# ---- design 1 ----
**src/rtl/serial_add_pkg.sv**
```systemverilog
// Shared definitions for the bit-serial adder sequencer: state encoding used by the
// controller and by benches that want to observe state coverage.
package serial_add_pkg;

  localparam logic [1:0] ST_IDLE = 2'b00;
  localparam logic [1:0] ST_RUN  = 2'b01;
  localparam logic [1:0] ST_DONE = 2'b10;

  typedef enum logic [1:0] {
    StIdle = ST_IDLE,
    StRun  = ST_RUN,
    StDone = ST_DONE
  } state_e;

endpackage

```
**src/rtl/full_adder.sv**
```systemverilog
// Single-bit combinational full adder leaf.
module full_adder (
  input  logic a_i,
  input  logic b_i,
  input  logic cin_i,
  output logic sum_o,
  output logic cout_o
);

  assign sum_o  = a_i ^ b_i ^ cin_i;
  assign cout_o = (a_i & b_i) | (cin_i & (a_i ^ b_i));

endmodule

```
**src/rtl/serial_add_ctrl.sv**
```systemverilog
// Bit-serial adder: operands are shifted LSB-first through one full_adder, one bit per clock,
// with a carry flop closing the loop. Results are handed off over a valid/ready handshake.
module serial_add_ctrl
  import serial_add_pkg::*;
#(
  parameter int unsigned WIDTH = 8,
  parameter int unsigned CNT_W = $clog2(WIDTH + 1)
) (
  input  logic             clk,
  input  logic             rst_n,
  input  logic             start_valid,
  output logic             start_ready,
  input  logic [WIDTH-1:0] A_in,
  input  logic [WIDTH-1:0] B_in,
  input  logic             Cin_in,
  output logic             res_valid,
  input  logic             res_ready,
  output logic [WIDTH-1:0] Sum_out,
  output logic             Cout_out,
  output logic             busy
);

  localparam logic [CNT_W-1:0] LastCnt = CNT_W'(WIDTH - 1);

  state_e           state_q, state_d;
  logic [WIDTH-1:0] a_q, a_d, b_q, b_d, s_q, s_d, sum_q, sum_d;
  logic             carry_q, carry_d, cout_q, cout_d;
  logic [CNT_W-1:0] cnt_q, cnt_d;
  logic             fa_sum, fa_cout;
  logic [WIDTH-1:0] s_shift;

  full_adder u_fa (
    .a_i   (a_q[0]),
    .b_i   (b_q[0]),
    .cin_i (carry_q),
    .sum_o (fa_sum),
    .cout_o(fa_cout)
  );

  // New sum bit enters at the MSB so that after WIDTH shifts bit 0 sits at the LSB.
  if (WIDTH == 1) begin : g_shift_w1
    assign s_shift = fa_sum;
  end else begin : g_shift_wn
    assign s_shift = {fa_sum, s_q[WIDTH-1:1]};
  end

  always_comb begin
    state_d = state_q;
    a_d     = a_q;
    b_d     = b_q;
    s_d     = s_q;
    sum_d   = sum_q;
    carry_d = carry_q;
    cout_d  = cout_q;
    cnt_d   = cnt_q;
    unique case (state_q)
      StIdle: begin
        if (start_valid) begin
          a_d     = A_in;
          b_d     = B_in;
          carry_d = Cin_in;
          cnt_d   = '0;
          state_d = StRun;
        end
      end
      StRun: begin
        s_d     = s_shift;
        a_d     = a_q >> 1;
        b_d     = b_q >> 1;
        carry_d = fa_cout;
        cnt_d   = cnt_q + CNT_W'(1);
        if (cnt_q == LastCnt) begin
          sum_d   = s_shift;
          cout_d  = fa_cout;
          state_d = StDone;
        end
      end
      StDone: begin
        if (res_ready) state_d = StIdle;
      end
      default: state_d = StIdle;
    endcase
  end

  always_ff @(posedge clk or negedge rst_n) begin
    if (!rst_n) begin
      state_q <= StIdle;
      a_q     <= '0;
      b_q     <= '0;
      s_q     <= '0;
      sum_q   <= '0;
      carry_q <= 1'b0;
      cout_q  <= 1'b0;
      cnt_q   <= '0;
    end else begin
      state_q <= state_d;
      a_q     <= a_d;
      b_q     <= b_d;
      s_q     <= s_d;
      sum_q   <= sum_d;
      carry_q <= carry_d;
      cout_q  <= cout_d;
      cnt_q   <= cnt_d;
    end
  end

  assign start_ready = (state_q == StIdle);
  assign res_valid   = (state_q == StDone);
  assign busy        = (state_q != StIdle);
  assign Sum_out     = sum_q;
  assign Cout_out    = cout_q;

endmodule
```
**config.mk**
```make
export PLATFORM = sky130hd
export DESIGN_NAME = serial_add_ctrl
export DESIGN_NICKNAME = d
export VERILOG_FILES = /design/src/rtl/serial_add_pkg.sv /design/src/rtl/full_adder.sv /design/src/rtl/serial_add_ctrl.sv
export SDC_FILE = /design/constraint.sdc
export NUM_CORES = 1
export LEC_CHECK = 0
export ABC_AREA = 1
export ABC_CLOCK_PERIOD_IN_PS = 3000
export CELL_PAD_IN_SITES_DETAIL_PLACEMENT = 0
export CELL_PAD_IN_SITES_GLOBAL_PLACEMENT = 1
export CORE_MARGIN = 2
export CORE_UTILIZATION = 33
export DETAILED_ROUTE_END_ITERATION = 10
export GPL_ROUTABILITY_DRIVEN = 0
export PLACE_DENSITY = 0.77
export SLEW_MARGIN = 0
export SYNTH_ARGS = -nofsm -noshare
export SYNTH_HDL_FRONTEND = slang
export SYNTH_SLANG_ARGS = --single-unit
```
**constraint.sdc**
```tcl
create_clock -name clk -period 3 [get_ports clk]
set_input_delay 0.6 -clock clk [delete_from_list [all_inputs] [get_ports clk]]
set_output_delay 0.6 -clock clk [all_outputs]
set_load 0.005 [all_outputs]
```
# ---- design 2 ----
File: src/rtl/vcr_regfile.sv
// rtl/vcr_regfile.sv - VCR endpoint: control-register write window, snapshot status window, echo self-test
// Host strobe is synchronised and edge-detected; each strobe moves one byte through the state machine.
module vcr_regfile #(
   parameter int N_CTRL        = 8,
   parameter int N_STAT        = 8,
   parameter int CTRL_BASE     = 'hA0,
   parameter int STAT_BASE     = 'hC0,
   parameter int ECHO_ADDR     = 'h88,
   parameter int STALL_TIMEOUT = 50000
) (
   input  logic                  IFCLK,
   input  logic                  RESET_N,
   input  logic                  CS,
   input  logic [7:0]            vcr_in,
   input  logic                  vcr_clk_in,
   output logic [7:0]            vcr_out,
   output logic                  vcr_oe,
   input  logic [8*N_STAT-1:0]   stat_in,
   output logic [8*N_CTRL-1:0]   ctrl_out,
   output logic [N_CTRL-1:0]     ctrl_wr,
   output logic                  busy,
   output logic [7:0]            err_count
);

   localparam int PW = 6;

   typedef enum logic [1:0] {S_IDLE, S_DECODE, S_WR, S_RD} state_t;

   state_t                r_state;
   logic [7:0]            r_din;
   logic                  r_clk1, r_clk2, r_clk3;
   logic [7:0]            r_addr;
   logic [PW-1:0]         r_ptr;
   logic                  r_echo_mode;
   logic [8*N_CTRL-1:0]   r_ctrl;
   logic [N_CTRL-1:0]     r_ctrl_wr;
   logic [31:0]           r_echo;
   logic [8*N_STAT-1:0]   r_snap;
   logic [31:0]           r_timer;
   logic [7:0]            r_err;
   logic [7:0]            r_out;

   logic                  w_strobe;
   logic                  w_in_ctrl, w_in_stat, w_is_echo;
   logic                  w_timeout, w_last_rd;
   logic [7:0]            w_snap_byte, w_echo_byte, w_err_next;

   assign w_strobe   = r_clk2 & ~r_clk3 & CS;
   assign w_in_ctrl  = (int'(r_addr) >= CTRL_BASE) && (int'(r_addr) < CTRL_BASE + N_CTRL);
   assign w_in_stat  = (int'(r_addr) >= STAT_BASE) && (int'(r_addr) < STAT_BASE + N_STAT);
   assign w_is_echo  = (int'(r_addr) == ECHO_ADDR);
   assign w_timeout  = (r_timer == 32'(STALL_TIMEOUT - 1));
   assign w_last_rd  = r_echo_mode ? (r_ptr == PW'(3)) : (r_ptr == PW'(N_STAT - 1));
   assign w_err_next = (r_err == 8'hFF) ? 8'hFF : r_err + 8'd1;

   always_comb begin
      w_snap_byte = 8'h00;
      for (int k = 0; k < N_STAT; k++)
         if (r_ptr == PW'(k)) w_snap_byte = r_snap[8*k +: 8];
      w_echo_byte = 8'h00;
      for (int k = 0; k < 4; k++)
         if (r_ptr == PW'(k)) w_echo_byte = r_echo[8*k +: 8];
   end

   always_ff @(posedge IFCLK) begin
      if (!RESET_N) begin
         r_state     <= S_IDLE;
         r_din       <= 8'h00;
         r_clk1      <= 1'b0;
         r_clk2      <= 1'b0;
         r_clk3      <= 1'b0;
         r_addr      <= 8'h00;
         r_ptr       <= '0;
         r_echo_mode <= 1'b0;
         r_ctrl      <= '0;
         r_ctrl_wr   <= '0;
         r_echo      <= '0;
         r_snap      <= '0;
         r_timer     <= '0;
         r_err       <= 8'h00;
         r_out       <= 8'h00;
      end else begin
         r_din     <= vcr_in;
         r_clk1    <= vcr_clk_in;
         r_clk2    <= r_clk1;
         r_clk3    <= r_clk2;
         r_ctrl_wr <= '0;
         r_out     <= (r_state == S_RD) ? (r_echo_mode ? (w_echo_byte ^ 8'h5A) : w_snap_byte) : 8'h00;

         if (!CS) begin
            r_state <= S_IDLE;
            r_timer <= '0;
         end else begin
            case (r_state)
               S_IDLE: begin
                  r_timer <= '0;
                  if (w_strobe) begin
                     r_addr  <= r_din;
                     r_ptr   <= '0;
                     r_state <= S_DECODE;
                  end
               end
               S_DECODE: begin
                  r_timer <= '0;
                  // Control window is tested first so it wins on overlapping parameterisations.
                  if (w_in_ctrl) begin
                     r_ptr       <= PW'(r_addr - 8'(CTRL_BASE));
                     r_echo_mode <= 1'b0;
                     r_state     <= S_WR;
                  end else if (w_in_stat) begin
                     r_ptr       <= PW'(r_addr - 8'(STAT_BASE));
                     r_snap      <= stat_in;
                     r_echo_mode <= 1'b0;
                     r_state     <= S_RD;
                  end else if (w_is_echo) begin
                     r_ptr       <= '0;
                     r_echo_mode <= 1'b1;
                     r_state     <= S_WR;
                  end else begin
                     r_err   <= w_err_next;
                     r_state <= S_IDLE;
                  end
               end
               S_WR: begin
                  if (w_strobe) begin
                     r_timer <= '0;
                     if (r_echo_mode) begin
                        for (int k = 0; k < 4; k++)
                           if (r_ptr == PW'(k)) r_echo[8*k +: 8] <= r_din;
                        if (r_ptr == PW'(3)) begin
                           r_ptr   <= '0;
                           r_state <= S_RD;
                        end else begin
                           r_ptr <= r_ptr + PW'(1);
                        end
                     end else begin
                        for (int k = 0; k < N_CTRL; k++)
                           if (r_ptr == PW'(k)) begin
                              r_ctrl[8*k +: 8] <= r_din;
                              r_ctrl_wr[k]     <= 1'b1;
                           end
                        if (r_ptr == PW'(N_CTRL - 1)) r_state <= S_IDLE;
                        else                          r_ptr   <= r_ptr + PW'(1);
                     end
                  end else if (w_timeout) begin
                     r_err   <= w_err_next;
                     r_state <= S_IDLE;
                  end else begin
                     r_timer <= r_timer + 32'd1;
                  end
               end
               S_RD: begin
                  if (w_strobe) begin
                     r_timer <= '0;
                     if (w_last_rd) r_state <= S_IDLE;
                     else           r_ptr   <= r_ptr + PW'(1);
                  end else if (w_timeout) begin
                     r_err   <= w_err_next;
                     r_state <= S_IDLE;
                  end else begin
                     r_timer <= r_timer + 32'd1;
                  end
               end
               default: r_state <= S_IDLE;
            endcase
         end
      end
   end

   assign vcr_out   = r_out;
   assign vcr_oe    = CS && (r_state == S_RD);
   assign ctrl_out  = r_ctrl;
   assign ctrl_wr   = r_ctrl_wr;
   assign busy      = (r_state != S_IDLE);
   assign err_count = r_err;

endmodule

File: config.mk
export PLATFORM = sky130hd
export DESIGN_NAME = vcr_regfile
export DESIGN_NICKNAME = d
export VERILOG_FILES = /design/src/rtl/vcr_regfile.sv
export SDC_FILE = /design/constraint.sdc
export NUM_CORES = 1
export LEC_CHECK = 0
export CORE_MARGIN = 2
export CORE_UTILIZATION = 53
export DETAILED_ROUTE_END_ITERATION = 10
export PLACE_DENSITY = 0.89
export SLEW_MARGIN = 20
export SYNTH_ARGS = -nofsm -noshare
export SYNTH_HDL_FRONTEND = slang
export SYNTH_SLANG_ARGS = --single-unit
File: constraint.sdc
create_clock -name IFCLK -period 2.34 [get_ports IFCLK]
set_input_delay 0.468 -clock IFCLK [delete_from_list [all_inputs] [get_ports IFCLK]]
set_output_delay 0.468 -clock IFCLK [all_outputs]
set_load 0.02 [all_outputs]
# ---- design 3 ----
**src/rtl/mem_port_arbiter_if.sv**
```systemverilog
// Requester and memory-side bus of the shared data-memory arbiter.
// slave = arbiter view, master = requesters plus memory.
interface mem_port_arbiter_if #(
    parameter int ADDR_W = 3,
    parameter int DATA_W = 8
);
    logic [1:0]          req_valid;
    logic [1:0]          req_write;
    logic [2*ADDR_W-1:0] req_addr;
    logic [2*DATA_W-1:0] req_wdata;
    logic [1:0]          req_ready;
    logic [1:0]          resp_valid;
    logic [DATA_W-1:0]   resp_rdata;
    logic [ADDR_W-1:0]   mem_addr;
    logic [DATA_W-1:0]   mem_wdata;
    logic                mem_read;
    logic                mem_write;
    logic [DATA_W-1:0]   mem_rdata;

    modport slave (
        input  req_valid, req_write, req_addr, req_wdata, mem_rdata,
        output req_ready, resp_valid, resp_rdata, mem_addr, mem_wdata, mem_read, mem_write
    );

    modport master (
        output req_valid, req_write, req_addr, req_wdata, mem_rdata,
        input  req_ready, resp_valid, resp_rdata, mem_addr, mem_wdata, mem_read, mem_write
    );
endinterface

```
**src/rtl/mem_port_arbiter.sv**
```systemverilog
// Two-port round-robin arbiter serializing accesses to the shared 8x8 data memory:
// IDLE grants, ACCESS strobes the memory, RESP returns the response.
module mem_port_arbiter #(
    parameter int ADDR_W = 3,
    parameter int DATA_W = 8,
    parameter int CNT_W  = 8
) (
    input  logic              clk,
    input  logic              reset,
    mem_port_arbiter_if.slave bus,
    output logic              busy,
    output logic [CNT_W-1:0]  grant_cnt0,
    output logic [CNT_W-1:0]  grant_cnt1
);
    typedef enum logic [1:0] {IDLE = 2'd0, ACCESS = 2'd1, RESP = 2'd2} state_e;

    state_e                  state_q, state_d;
    logic                    last_grant_q;
    logic                    owner_q;
    logic                    wr_q;
    logic [ADDR_W-1:0]       mem_addr_q;
    logic [DATA_W-1:0]       mem_wdata_q;
    logic                    mem_read_q;
    logic                    mem_write_q;
    logic [1:0][CNT_W-1:0]   cnt_q;
    logic [1:0]              ready;
    logic                    gnt_id;
    logic                    accept;

    always_comb begin
        state_d = state_q;
        ready   = 2'b00;
        case (state_q)
            IDLE: begin
                case (bus.req_valid)
                    2'b01:   ready = 2'b01;
                    2'b10:   ready = 2'b10;
                    // tie goes to the port that did not win last time
                    2'b11:   ready = last_grant_q ? 2'b01 : 2'b10;
                    default: ready = 2'b00;
                endcase
                if (|bus.req_valid) state_d = ACCESS;
            end
            ACCESS:  state_d = RESP;
            RESP:    state_d = IDLE;
            default: state_d = IDLE;
        endcase
    end

    assign gnt_id = ready[1];
    assign accept = |ready;

    always_ff @(posedge clk or posedge reset) begin
        if (reset) begin
            state_q      <= IDLE;
            last_grant_q <= 1'b1;
            owner_q      <= 1'b0;
            wr_q         <= 1'b0;
            mem_addr_q   <= '0;
            mem_wdata_q  <= '0;
            mem_read_q   <= 1'b0;
            mem_write_q  <= 1'b0;
        end else begin
            state_q <= state_d;
            if (accept) begin
                owner_q      <= gnt_id;
                last_grant_q <= gnt_id;
                wr_q         <= bus.req_write[gnt_id];
                mem_addr_q   <= bus.req_addr[gnt_id*ADDR_W +: ADDR_W];
                mem_wdata_q  <= bus.req_wdata[gnt_id*DATA_W +: DATA_W];
                mem_write_q  <= bus.req_write[gnt_id];
                mem_read_q   <= ~bus.req_write[gnt_id];
            end else if (state_q == ACCESS) begin
                mem_addr_q  <= '0;
                mem_wdata_q <= '0;
                mem_read_q  <= 1'b0;
                mem_write_q <= 1'b0;
            end
        end
    end

    for (genvar p = 0; p < 2; p++) begin : g_cnt
        always_ff @(posedge clk or posedge reset) begin
            if (reset)
                cnt_q[p] <= '0;
            else if (ready[p] && cnt_q[p] != {CNT_W{1'b1}})
                cnt_q[p] <= cnt_q[p] + 1'b1;
        end
    end

    assign bus.req_ready  = ready;
    assign bus.resp_valid = (state_q == RESP) ? (owner_q ? 2'b10 : 2'b01) : 2'b00;
    assign bus.resp_rdata = (state_q == RESP && !wr_q) ? bus.mem_rdata : '0;
    assign bus.mem_addr   = mem_addr_q;
    assign bus.mem_wdata  = mem_wdata_q;
    assign bus.mem_read   = mem_read_q;
    assign bus.mem_write  = mem_write_q;
    assign busy           = (state_q != IDLE);
    assign grant_cnt0     = cnt_q[0];
    assign grant_cnt1     = cnt_q[1];
endmodule

```
**src/flat_wrapper.sv**
```systemverilog
// flat-port wrapper written by rule: the top's interface ports become plain ports
module mem_port_arbiter_flat 
#(
    parameter int ADDR_W = 3,
    parameter int DATA_W = 8,
    parameter int CNT_W  = 8
)
  (clk, reset, busy, grant_cnt0, grant_cnt1, bus_req_valid, bus_req_write, bus_req_addr, bus_req_wdata, bus_mem_rdata, bus_req_ready, bus_resp_valid, bus_resp_rdata, bus_mem_addr, bus_mem_wdata, bus_mem_read, bus_mem_write);
  mem_port_arbiter_if #(.ADDR_W(ADDR_W), .DATA_W(DATA_W)) bus_i ();
  input  logic clk;
  input  logic reset;
  output logic busy;
  output logic [CNT_W-1:0] grant_cnt0;
  output logic [CNT_W-1:0] grant_cnt1;
  input wire logic [$bits(bus_i.req_valid)-1:0] bus_req_valid;
  input wire logic [$bits(bus_i.req_write)-1:0] bus_req_write;
  input wire logic [$bits(bus_i.req_addr)-1:0] bus_req_addr;
  input wire logic [$bits(bus_i.req_wdata)-1:0] bus_req_wdata;
  input wire logic [$bits(bus_i.mem_rdata)-1:0] bus_mem_rdata;
  output wire logic [$bits(bus_i.req_ready)-1:0] bus_req_ready;
  output wire logic [$bits(bus_i.resp_valid)-1:0] bus_resp_valid;
  output wire logic [$bits(bus_i.resp_rdata)-1:0] bus_resp_rdata;
  output wire logic [$bits(bus_i.mem_addr)-1:0] bus_mem_addr;
  output wire logic [$bits(bus_i.mem_wdata)-1:0] bus_mem_wdata;
  output wire logic [$bits(bus_i.mem_read)-1:0] bus_mem_read;
  output wire logic [$bits(bus_i.mem_write)-1:0] bus_mem_write;
  assign bus_i.req_valid = bus_req_valid;
  assign bus_i.req_write = bus_req_write;
  assign bus_i.req_addr = bus_req_addr;
  assign bus_i.req_wdata = bus_req_wdata;
  assign bus_i.mem_rdata = bus_mem_rdata;
  assign bus_req_ready = bus_i.req_ready;
  assign bus_resp_valid = bus_i.resp_valid;
  assign bus_resp_rdata = bus_i.resp_rdata;
  assign bus_mem_addr = bus_i.mem_addr;
  assign bus_mem_wdata = bus_i.mem_wdata;
  assign bus_mem_read = bus_i.mem_read;
  assign bus_mem_write = bus_i.mem_write;
  mem_port_arbiter #(.ADDR_W(ADDR_W), .DATA_W(DATA_W), .CNT_W(CNT_W)) u_core (.clk(clk), .reset(reset), .bus(bus_i), .busy(busy), .grant_cnt0(grant_cnt0), .grant_cnt1(grant_cnt1));
endmodule
```
**config.mk**
```make
export PLATFORM = sky130hd
export DESIGN_NAME = mem_port_arbiter_flat
export DESIGN_NICKNAME = d
export VERILOG_FILES = /design/src/rtl/mem_port_arbiter_if.sv /design/src/rtl/mem_port_arbiter.sv /design/src/flat_wrapper.sv
export SDC_FILE = /design/constraint.sdc
export NUM_CORES = 1
export LEC_CHECK = 0
export ABC_AREA = 1
export CORE_MARGIN = 5
export CORE_UTILIZATION = 40
export CTS_CLUSTER_SIZE = 20
export DETAILED_ROUTE_END_ITERATION = 12
export GPL_TIMING_DRIVEN = 0
export PLACE_DENSITY = 0.74
export SYNTH_ARGS = -nofsm -noshare
export SYNTH_HDL_FRONTEND = slang
export SYNTH_SLANG_ARGS = --single-unit
```
**constraint.sdc**
```tcl
create_clock -name clk -period 1.3 [get_ports clk]
set_input_delay 0.325 -clock clk [delete_from_list [all_inputs] [get_ports clk]]
set_output_delay 0.325 -clock clk [all_outputs]
set_load 0.1 [all_outputs]
```
# ---- design 4 ----
<file path="src/rtl/iir_pkg.sv">
// Shared types for the biquad driver: sample/coefficient widths, coefficient
// bank addressing and the driver FSM states.
package iir_pkg;

  typedef logic signed [15:0] sample_t;
  typedef logic signed [17:0] coef_t;

  localparam int NUM_COEF = 5;

  typedef enum logic [2:0] {
    B1 = 3'd0,
    B2 = 3'd1,
    B3 = 3'd2,
    A2 = 3'd3,
    A3 = 3'd4
  } coef_addr_e;

  typedef enum logic [1:0] {
    ST_IDLE    = 2'd0,
    ST_ISSUE   = 2'd1,
    ST_WAIT    = 2'd2,
    ST_CAPTURE = 2'd3
  } drv_state_e;

  typedef struct packed {
    coef_t b1;
    coef_t b2;
    coef_t b3;
    coef_t a2;
    coef_t a3;
  } coef_set_t;

  function automatic logic coef_hit(input logic [2:0] addr, input int idx);
    return (idx < NUM_COEF) && (addr == 3'(idx));
  endfunction

endpackage

</file>
<file path="src/rtl/biquad_coef_bank.sv">
// Double-buffered coefficient bank: host writes land in the shadow copy, a
// commit request is held until the driver is idle and then copies shadow->active.
module biquad_coef_bank
  import iir_pkg::*;
#(
  parameter coef_t RST_B1 = 18'sd1
) (
  input  logic        clk,
  input  logic        i_rst_n,
  input  logic        coef_we,
  input  logic [2:0]  coef_addr,
  input  coef_t       coef_wdata,
  input  logic        coef_commit,
  input  logic        apply_ok,
  output logic        applied,
  output coef_set_t   active
);

  coef_t shadow_q [NUM_COEF];
  coef_t shadow_d [NUM_COEF];
  coef_t active_q [NUM_COEF];
  coef_t active_d [NUM_COEF];
  logic  pending_q, pending_d;
  logic  commit_req;

  always_comb begin
    commit_req = pending_q | coef_commit;
    applied    = apply_ok & commit_req;
    pending_d  = commit_req & ~apply_ok;
    for (int i = 0; i < NUM_COEF; i++) begin
      shadow_d[i] = (coef_we && coef_hit(coef_addr, i)) ? coef_wdata : shadow_q[i];
      // Copy from shadow_d so a write in the commit cycle is included.
      active_d[i] = applied ? shadow_d[i] : active_q[i];
    end
  end

  always_ff @(posedge clk or negedge i_rst_n) begin
    if (!i_rst_n) begin
      pending_q <= 1'b0;
      for (int i = 0; i < NUM_COEF; i++) begin
        shadow_q[i] <= (i == 0) ? RST_B1 : '0;
        active_q[i] <= (i == 0) ? RST_B1 : '0;
      end
    end else begin
      pending_q <= pending_d;
      for (int i = 0; i < NUM_COEF; i++) begin
        shadow_q[i] <= shadow_d[i];
        active_q[i] <= active_d[i];
      end
    end
  end

  assign active.b1 = active_q[0];
  assign active.b2 = active_q[1];
  assign active.b3 = active_q[2];
  assign active.a2 = active_q[3];
  assign active.a3 = active_q[4];

endmodule

</file>
<file path="src/rtl/biquad_driver.sv">
// Initiator for one biquad engine: accepts a sample, issues it with the y
// history and active coefficients, captures the result after ENG_LAT cycles.
module biquad_driver
  import iir_pkg::*;
#(
  parameter int    ENG_LAT       = 1,
  parameter coef_t RST_B1        = 18'sd1,
  parameter bit    CLR_ON_COMMIT = 1'b0
) (
  input  logic        clk,
  input  logic        i_rst_n,
  input  logic        i_valid,
  input  sample_t     i_audio,
  output logic        o_ready,
  input  logic        coef_we,
  input  logic [2:0]  coef_addr,
  input  coef_t       coef_wdata,
  input  logic        coef_commit,
  input  logic        i_flush,
  output logic        eng_valid,
  output sample_t     eng_audio_in,
  output sample_t     eng_y1,
  output sample_t     eng_y2,
  output coef_t       eng_b1,
  output coef_t       eng_b2,
  output coef_t       eng_b3,
  output coef_t       eng_a2,
  output coef_t       eng_a3,
  input  sample_t     eng_audio_out,
  output logic        o_valid,
  output sample_t     o_audio
);

  localparam int CW = (ENG_LAT > 1) ? $clog2(ENG_LAT) : 1;

  drv_state_e     state_q, state_d;
  logic [CW-1:0]  cnt_q, cnt_d;
  sample_t        x_q, x_d;
  sample_t        y1_q, y1_d;
  sample_t        y2_q, y2_d;
  sample_t        o_audio_q, o_audio_d;
  logic           flush_pend_q, flush_pend_d;
  logic           commit_applied;
  logic           wait_done;
  coef_set_t      act;

  biquad_coef_bank #(.RST_B1(RST_B1)) u_bank (
    .clk         (clk),
    .i_rst_n     (i_rst_n),
    .coef_we     (coef_we),
    .coef_addr   (coef_addr),
    .coef_wdata  (coef_wdata),
    .coef_commit (coef_commit),
    .apply_ok    (state_q == ST_IDLE),
    .applied     (commit_applied),
    .active      (act)
  );

  assign wait_done = (cnt_q == CW'(ENG_LAT - 1));

  always_comb begin
    state_d      = state_q;
    cnt_d        = cnt_q;
    x_d          = x_q;
    y1_d         = y1_q;
    y2_d         = y2_q;
    o_audio_d    = o_audio_q;
    flush_pend_d = flush_pend_q;
    case (state_q)
      ST_IDLE: begin
        if (i_valid) begin
          x_d     = i_audio;
          state_d = ST_ISSUE;
        end
        if (i_flush || (CLR_ON_COMMIT && commit_applied)) begin
          y1_d = '0;
          y2_d = '0;
        end
      end
      ST_ISSUE: begin
        cnt_d   = '0;
        state_d = ST_WAIT;
        if (i_flush) flush_pend_d = 1'b1;
      end
      ST_WAIT: begin
        if (i_flush) flush_pend_d = 1'b1;
        if (wait_done) state_d = ST_CAPTURE;
        else           cnt_d   = cnt_q + CW'(1);
      end
      ST_CAPTURE: begin
        o_audio_d    = eng_audio_out;
        state_d      = ST_IDLE;
        flush_pend_d = 1'b0;
        // A flush seen during the transaction wins over the history shift.
        if (flush_pend_q || i_flush) begin
          y1_d = '0;
          y2_d = '0;
        end else begin
          y2_d = y1_q;
          y1_d = eng_audio_out;
        end
      end
      default: state_d = ST_IDLE;
    endcase
  end

  always_ff @(posedge clk or negedge i_rst_n) begin
    if (!i_rst_n) begin
      state_q      <= ST_IDLE;
      cnt_q        <= '0;
      x_q          <= '0;
      y1_q         <= '0;
      y2_q         <= '0;
      o_audio_q    <= '0;
      flush_pend_q <= 1'b0;
    end else begin
      state_q      <= state_d;
      cnt_q        <= cnt_d;
      x_q          <= x_d;
      y1_q         <= y1_d;
      y2_q         <= y2_d;
      o_audio_q    <= o_audio_d;
      flush_pend_q <= flush_pend_d;
    end
  end

  assign o_ready      = (state_q == ST_IDLE);
  assign eng_valid    = (state_q == ST_ISSUE);
  assign eng_audio_in = x_q;
  assign eng_y1       = y1_q;
  assign eng_y2       = y2_q;
  assign eng_b1       = act.b1;
  assign eng_b2       = act.b2;
  assign eng_b3       = act.b3;
  assign eng_a2       = act.a2;
  assign eng_a3       = act.a3;
  assign o_valid      = (state_q == ST_CAPTURE);
  // Result is visible combinationally in CAPTURE and held from the register afterwards.
  assign o_audio      = o_valid ? eng_audio_out : o_audio_q;

endmodule
</file>
<file path="config.mk">
export PLATFORM = sky130hd
export DESIGN_NAME = biquad_driver
export DESIGN_NICKNAME = d
export VERILOG_FILES = /design/src/rtl/iir_pkg.sv /design/src/rtl/biquad_coef_bank.sv /design/src/rtl/biquad_driver.sv
export SDC_FILE = /design/constraint.sdc
export NUM_CORES = 1
export LEC_CHECK = 0
export CAP_MARGIN = 10
export CELL_PAD_IN_SITES_DETAIL_PLACEMENT = 1
export CELL_PAD_IN_SITES_GLOBAL_PLACEMENT = 1
export CORE_ASPECT_RATIO = 1.2
export CORE_MARGIN = 5
export CORE_UTILIZATION = 35
export DETAILED_ROUTE_END_ITERATION = 10
export PLACE_DENSITY_LB_ADDON = 0.2
export SLEW_MARGIN = 20
export SYNTH_ARGS = -nofsm -noshare
export SYNTH_HDL_FRONTEND = slang
export SYNTH_HIERARCHICAL = 1
export SYNTH_SLANG_ARGS = --single-unit
</file>
<file path="constraint.sdc">
create_clock -name clk -period 3.05 [get_ports clk]
set_clock_uncertainty 0.15 [all_clocks]
set_input_delay 0.61 -clock clk [delete_from_list [all_inputs] [get_ports clk]]
set_output_delay 0.61 -clock clk [all_outputs]
set_load 0.05 [all_outputs]
</file>

==> notes/layouts.md <==
Pictures saved along the way, in no particular order.

Sequential cells grouped by signal name.
Other sequential cells in the stronger grey, the rest of the logic in the fainter grey.
image #1
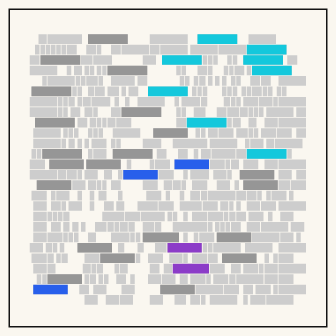
image #2
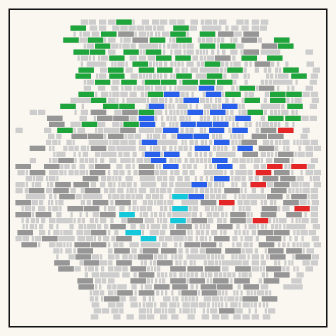
image #3
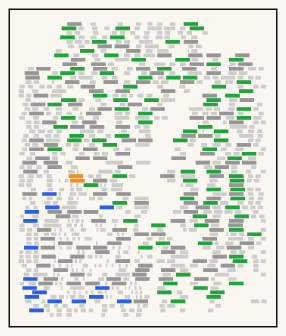
image #4
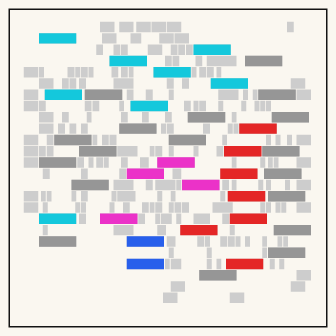
| from | picture |
|---|---|
| design 3 | image #1 |
| design 4 | image #3 |
| design 2 | image #2 |
| design 1 | image #4 |

Key to image #1:
| netlist name | colour | placed flops |
|---|---|---|
| u_core.grant_cnt1 | cyan | 8 |
| u_core.bus.mem_addr | blue | 3 |
| u_core.state_q | purple | 2 |
not coloured: 21

Fig. 1: design 1, M3 wires
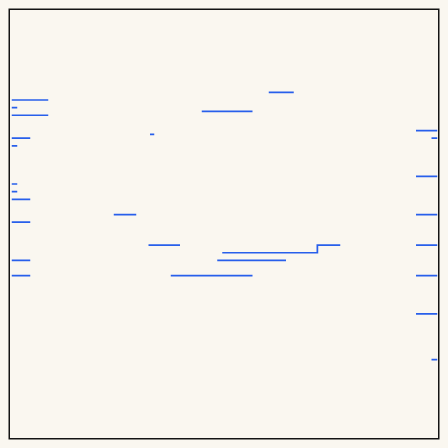
nets with wire on the layer: 23
wire length on this layer: 122 um
main direction: horizontal
longest straight run: 16.8 um
share of all routed wire: 3.5%

==> results.sh, design 1 <==
# flow metrics
export IMPL_maxCapViolCount=0
export IMPL_fin_skew_ns=0.00558
export IMPL_yosysMostFrequentCell="nand2_1"
export IMPL_whs_ns=0.429
export IMPL_fin_crit_ns=2.13
export IMPL_insertedDiodeCount=0
export IMPL_taps=70
export IMPL_met3_usage=0.0391
export IMPL_tool_warnings=26
export IMPL_synthDistinctLibCells=20
export IMPL_powerClk_mw=0.384
export IMPL_synthSimpleGateAreaFrac=0.324
export IMPL_adder_share=0.0189
export IMPL_final_cell_area_um2=2160
export IMPL_ys_flops=39
export IMPL_instances_no_fill=296
export IMPL_muxShareOfSynthArea=0
export IMPL_ff_latch_area_um2=976
export IMPL_seq_share=0.451
export IMPL_placed_area_um2=2060
export IMPL_syn_inst=195
export IMPL_final_antenna_net_count=0
export IMPL_run_status="completed"
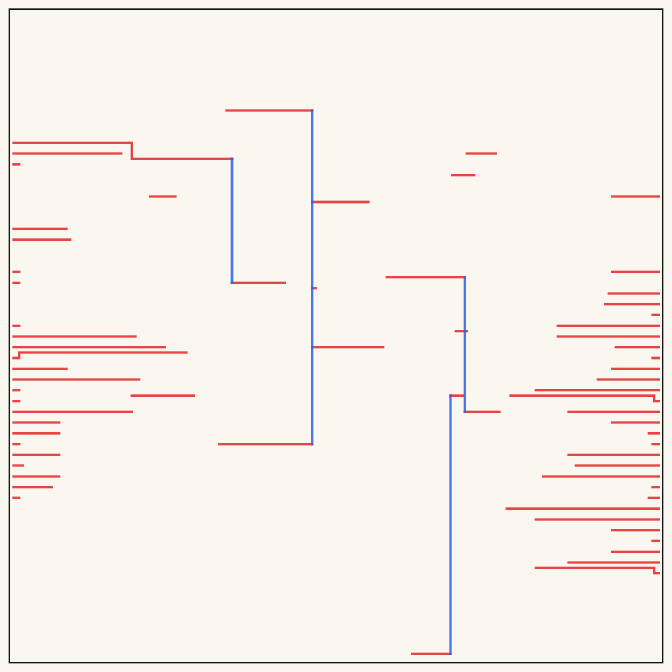
Fig. 2. Routed metal, one colour a layer (design 3).
Two of the layers only.
| layer | colour | wire length |
|---|---|---|
| metal 3 | red | 510 um |
| metal 4 | blue | 107 um |

==> results.sh, design 3 <==
# flow metrics
export IMPL_run_status="finished with violations"
export IMPL_violations="setup timing"
export IMPL_instances_no_fill=490
export IMPL_routed_via_density=4.63
export IMPL_final_cell_area_um2=4050
export IMPL_portBuffers=77
export IMPL_fin_tns_setup_ns=-12.20
export IMPL_hp_class="input pin to asynchronous set/reset pin"
export IMPL_pg_comb_mw=7.49
export IMPL_cts_root_buf="clkbuf_8"
export IMPL_final_layout_top_logic_cell="nand2_1"
export IMPL_cp_top_family="buffers and inverters"
export IMPL_worstPathCellList="inv_2, nand2_4, or2_4, buf_12, nor2_4, buf_12"
export IMPL_fin_ws_ns=-0.573
export IMPL_setup_viol=51
export IMPL_ys_top_logic_family="simple AND/OR/NAND/NOR gates"
export IMPL_logic_gates=207
export IMPL_rows=26
export IMPL_ys_top_cells_by_count="nand2_1 (124), inv_1 (40), dfrtp_1 (33)"
export IMPL_synthDistinctLibCells=29
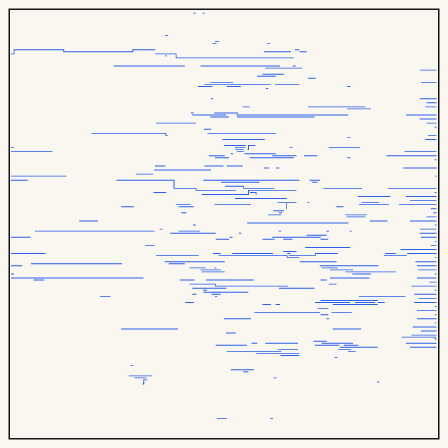
Fig. 3. M3 wires (design 2).
longest straight run: 43.9 um
share of all routed wire: 7.1%
main direction: horizontal
met3 usage: 0.0392
Routed Wire Length: 28,300 um
routed via count: 9,591

==> results.sh, design 2 <==
# flow metrics
export IMPL_run_status="completed"
export IMPL_avgSynthCellArea_um2=8.24
export IMPL_nNonClkBuffers=214
export IMPL_top_area_cell="dfxtp_1"
export IMPL_insertedDiodeCount=0
export IMPL_path_class="register to output pin"
export IMPL_power_total_mw=8.32
export IMPL_grtUsageMet1=0.354
export IMPL_area_delta_synth_final_pct=27.9
export IMPL_muxShareOfSynthArea=0.0402
export IMPL_dp_hpwl_um=19100
export IMPL_rsz0062_at_grt="no"
export IMPL_cts_htree_levels=1
export IMPL_p_per_area_nw_per_um2=637
export IMPL_grt_pass1_vias=9122
export IMPL_synth_area_um2=10200
export IMPL_postCtsSetupRepairBufs=0
export IMPL_min_from="r_clk1$_SDFF_PN0_"
export IMPL_yosys_warnings=0
export IMPL_path_buffers=2
export IMPL_cp_start_kind="register"
export IMPL_cts_path_max_buffers=3
export IMPL_reg2reg_depth=8
export IMPL_synth_seq_share=0.478
export IMPL_antenna_found_initial=0
export IMPL_wl_met3_um=2020
export IMPL_nonClockInverterCount=16
export IMPL_routed_wl_met2_um=13500
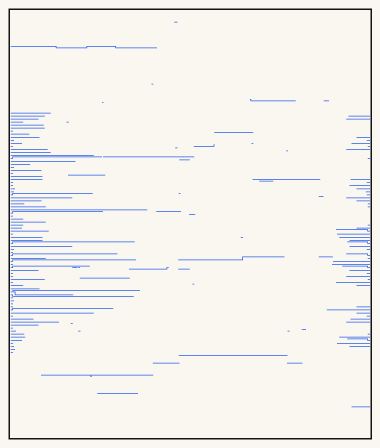
Fig. 4. M3 wires (design 4).
share of all routed wire: 8.1%
main direction: horizontal
longest straight run: 60.9 um
wire length on this layer: 2,020 um
met3 usage: 0.0558
Routed Wire Length: 25,100 um
routed via count: 5,822

==> results.sh, design 4 <==
# flow metrics
export IMPL_run_status="completed"
export IMPL_ys_top_cells_by_count="dfrtp_1 (246), mux2_2 (153), mux2_4 (50)"
export IMPL_cts_htree_levels=1
export IMPL_slew_violations=0
export IMPL_final_nonclk_buf_share=0.177
export IMPL_grt_ovfl_total=0
export IMPL_rsz0062_at_grt="no"
export IMPL_cpPeakStageDelay_ns=0.86
export IMPL_antenna_found_initial=0
export IMPL_nets=896
export IMPL_final_cell_area_um2=13200
export IMPL_wl_per_cell_um=21.0
export IMPL_cellLeakagePower_nw=5.67
export IMPL_worstPathCellList="inv_1, ha_1, clkdlybuf4s50_1"
export IMPL_highest_layer="met4"
export IMPL_postCtsSetupRepairBufs=0
export IMPL_pg_seq_mw=5.13
export IMPL_most_common_layout_cells="dfrtp_1 (246), clkdlybuf4s50_1 (197), mux2_2 (153)"
export IMPL_pwr_share_comb=0.491
export IMPL_crit_path_end_kind="output pin"
export IMPL_p_per_area_nw_per_um2=1270
export IMPL_pwr_share_clk=0.203


==> notes/layouts.md <==
Pictures saved along the way, in no particular order.

Pin placement.
Pins as bars across the die edge, other pins in grey.
shot_01.png
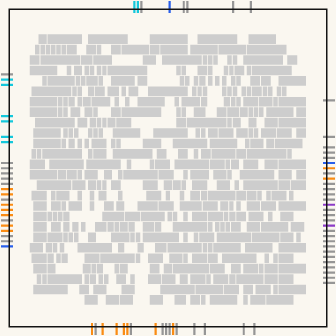
shot_02.png
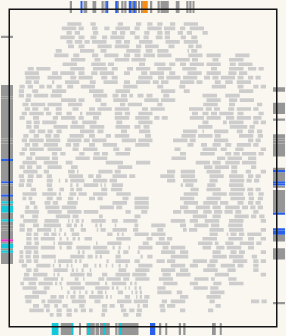
shot_03.png
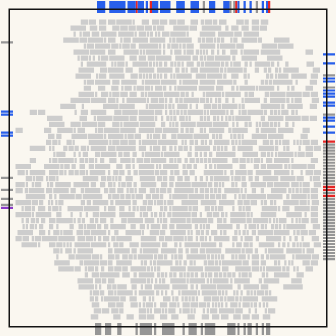
shot_04.png
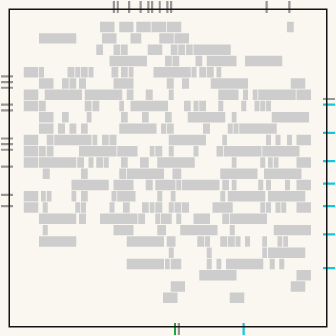
shot_04.png -> design 1
shot_03.png -> design 2
shot_01.png -> design 3
shot_02.png -> design 4
- fewest pins: shot_04.png

Key to shot_04.png:
| port | colour | pins | direction | edge |
|---|---|---|---|---|
| res_valid | green | 1 | output | south |
| Sum_out | cyan | 8 | output | 7 east, 1 south |


==> layout pictures side by side <==
Routing congestion.
Plate I
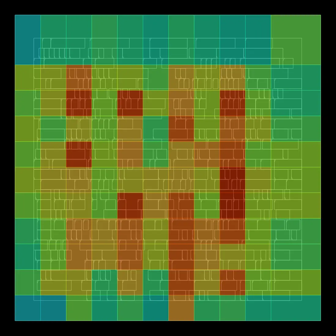
Plate II
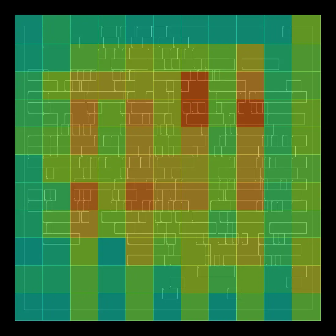
Plate III
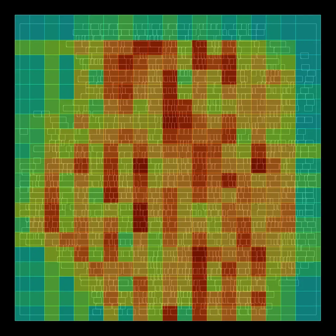
Plate IV
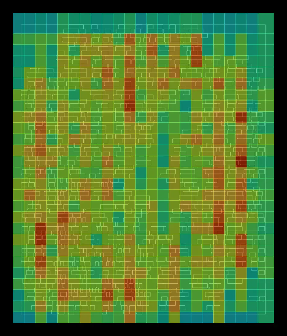
| from | picture |
|---|---|
| design 4 | Plate IV |
| design 2 | Plate III |
| design 1 | Plate II |
| design 3 | Plate I |

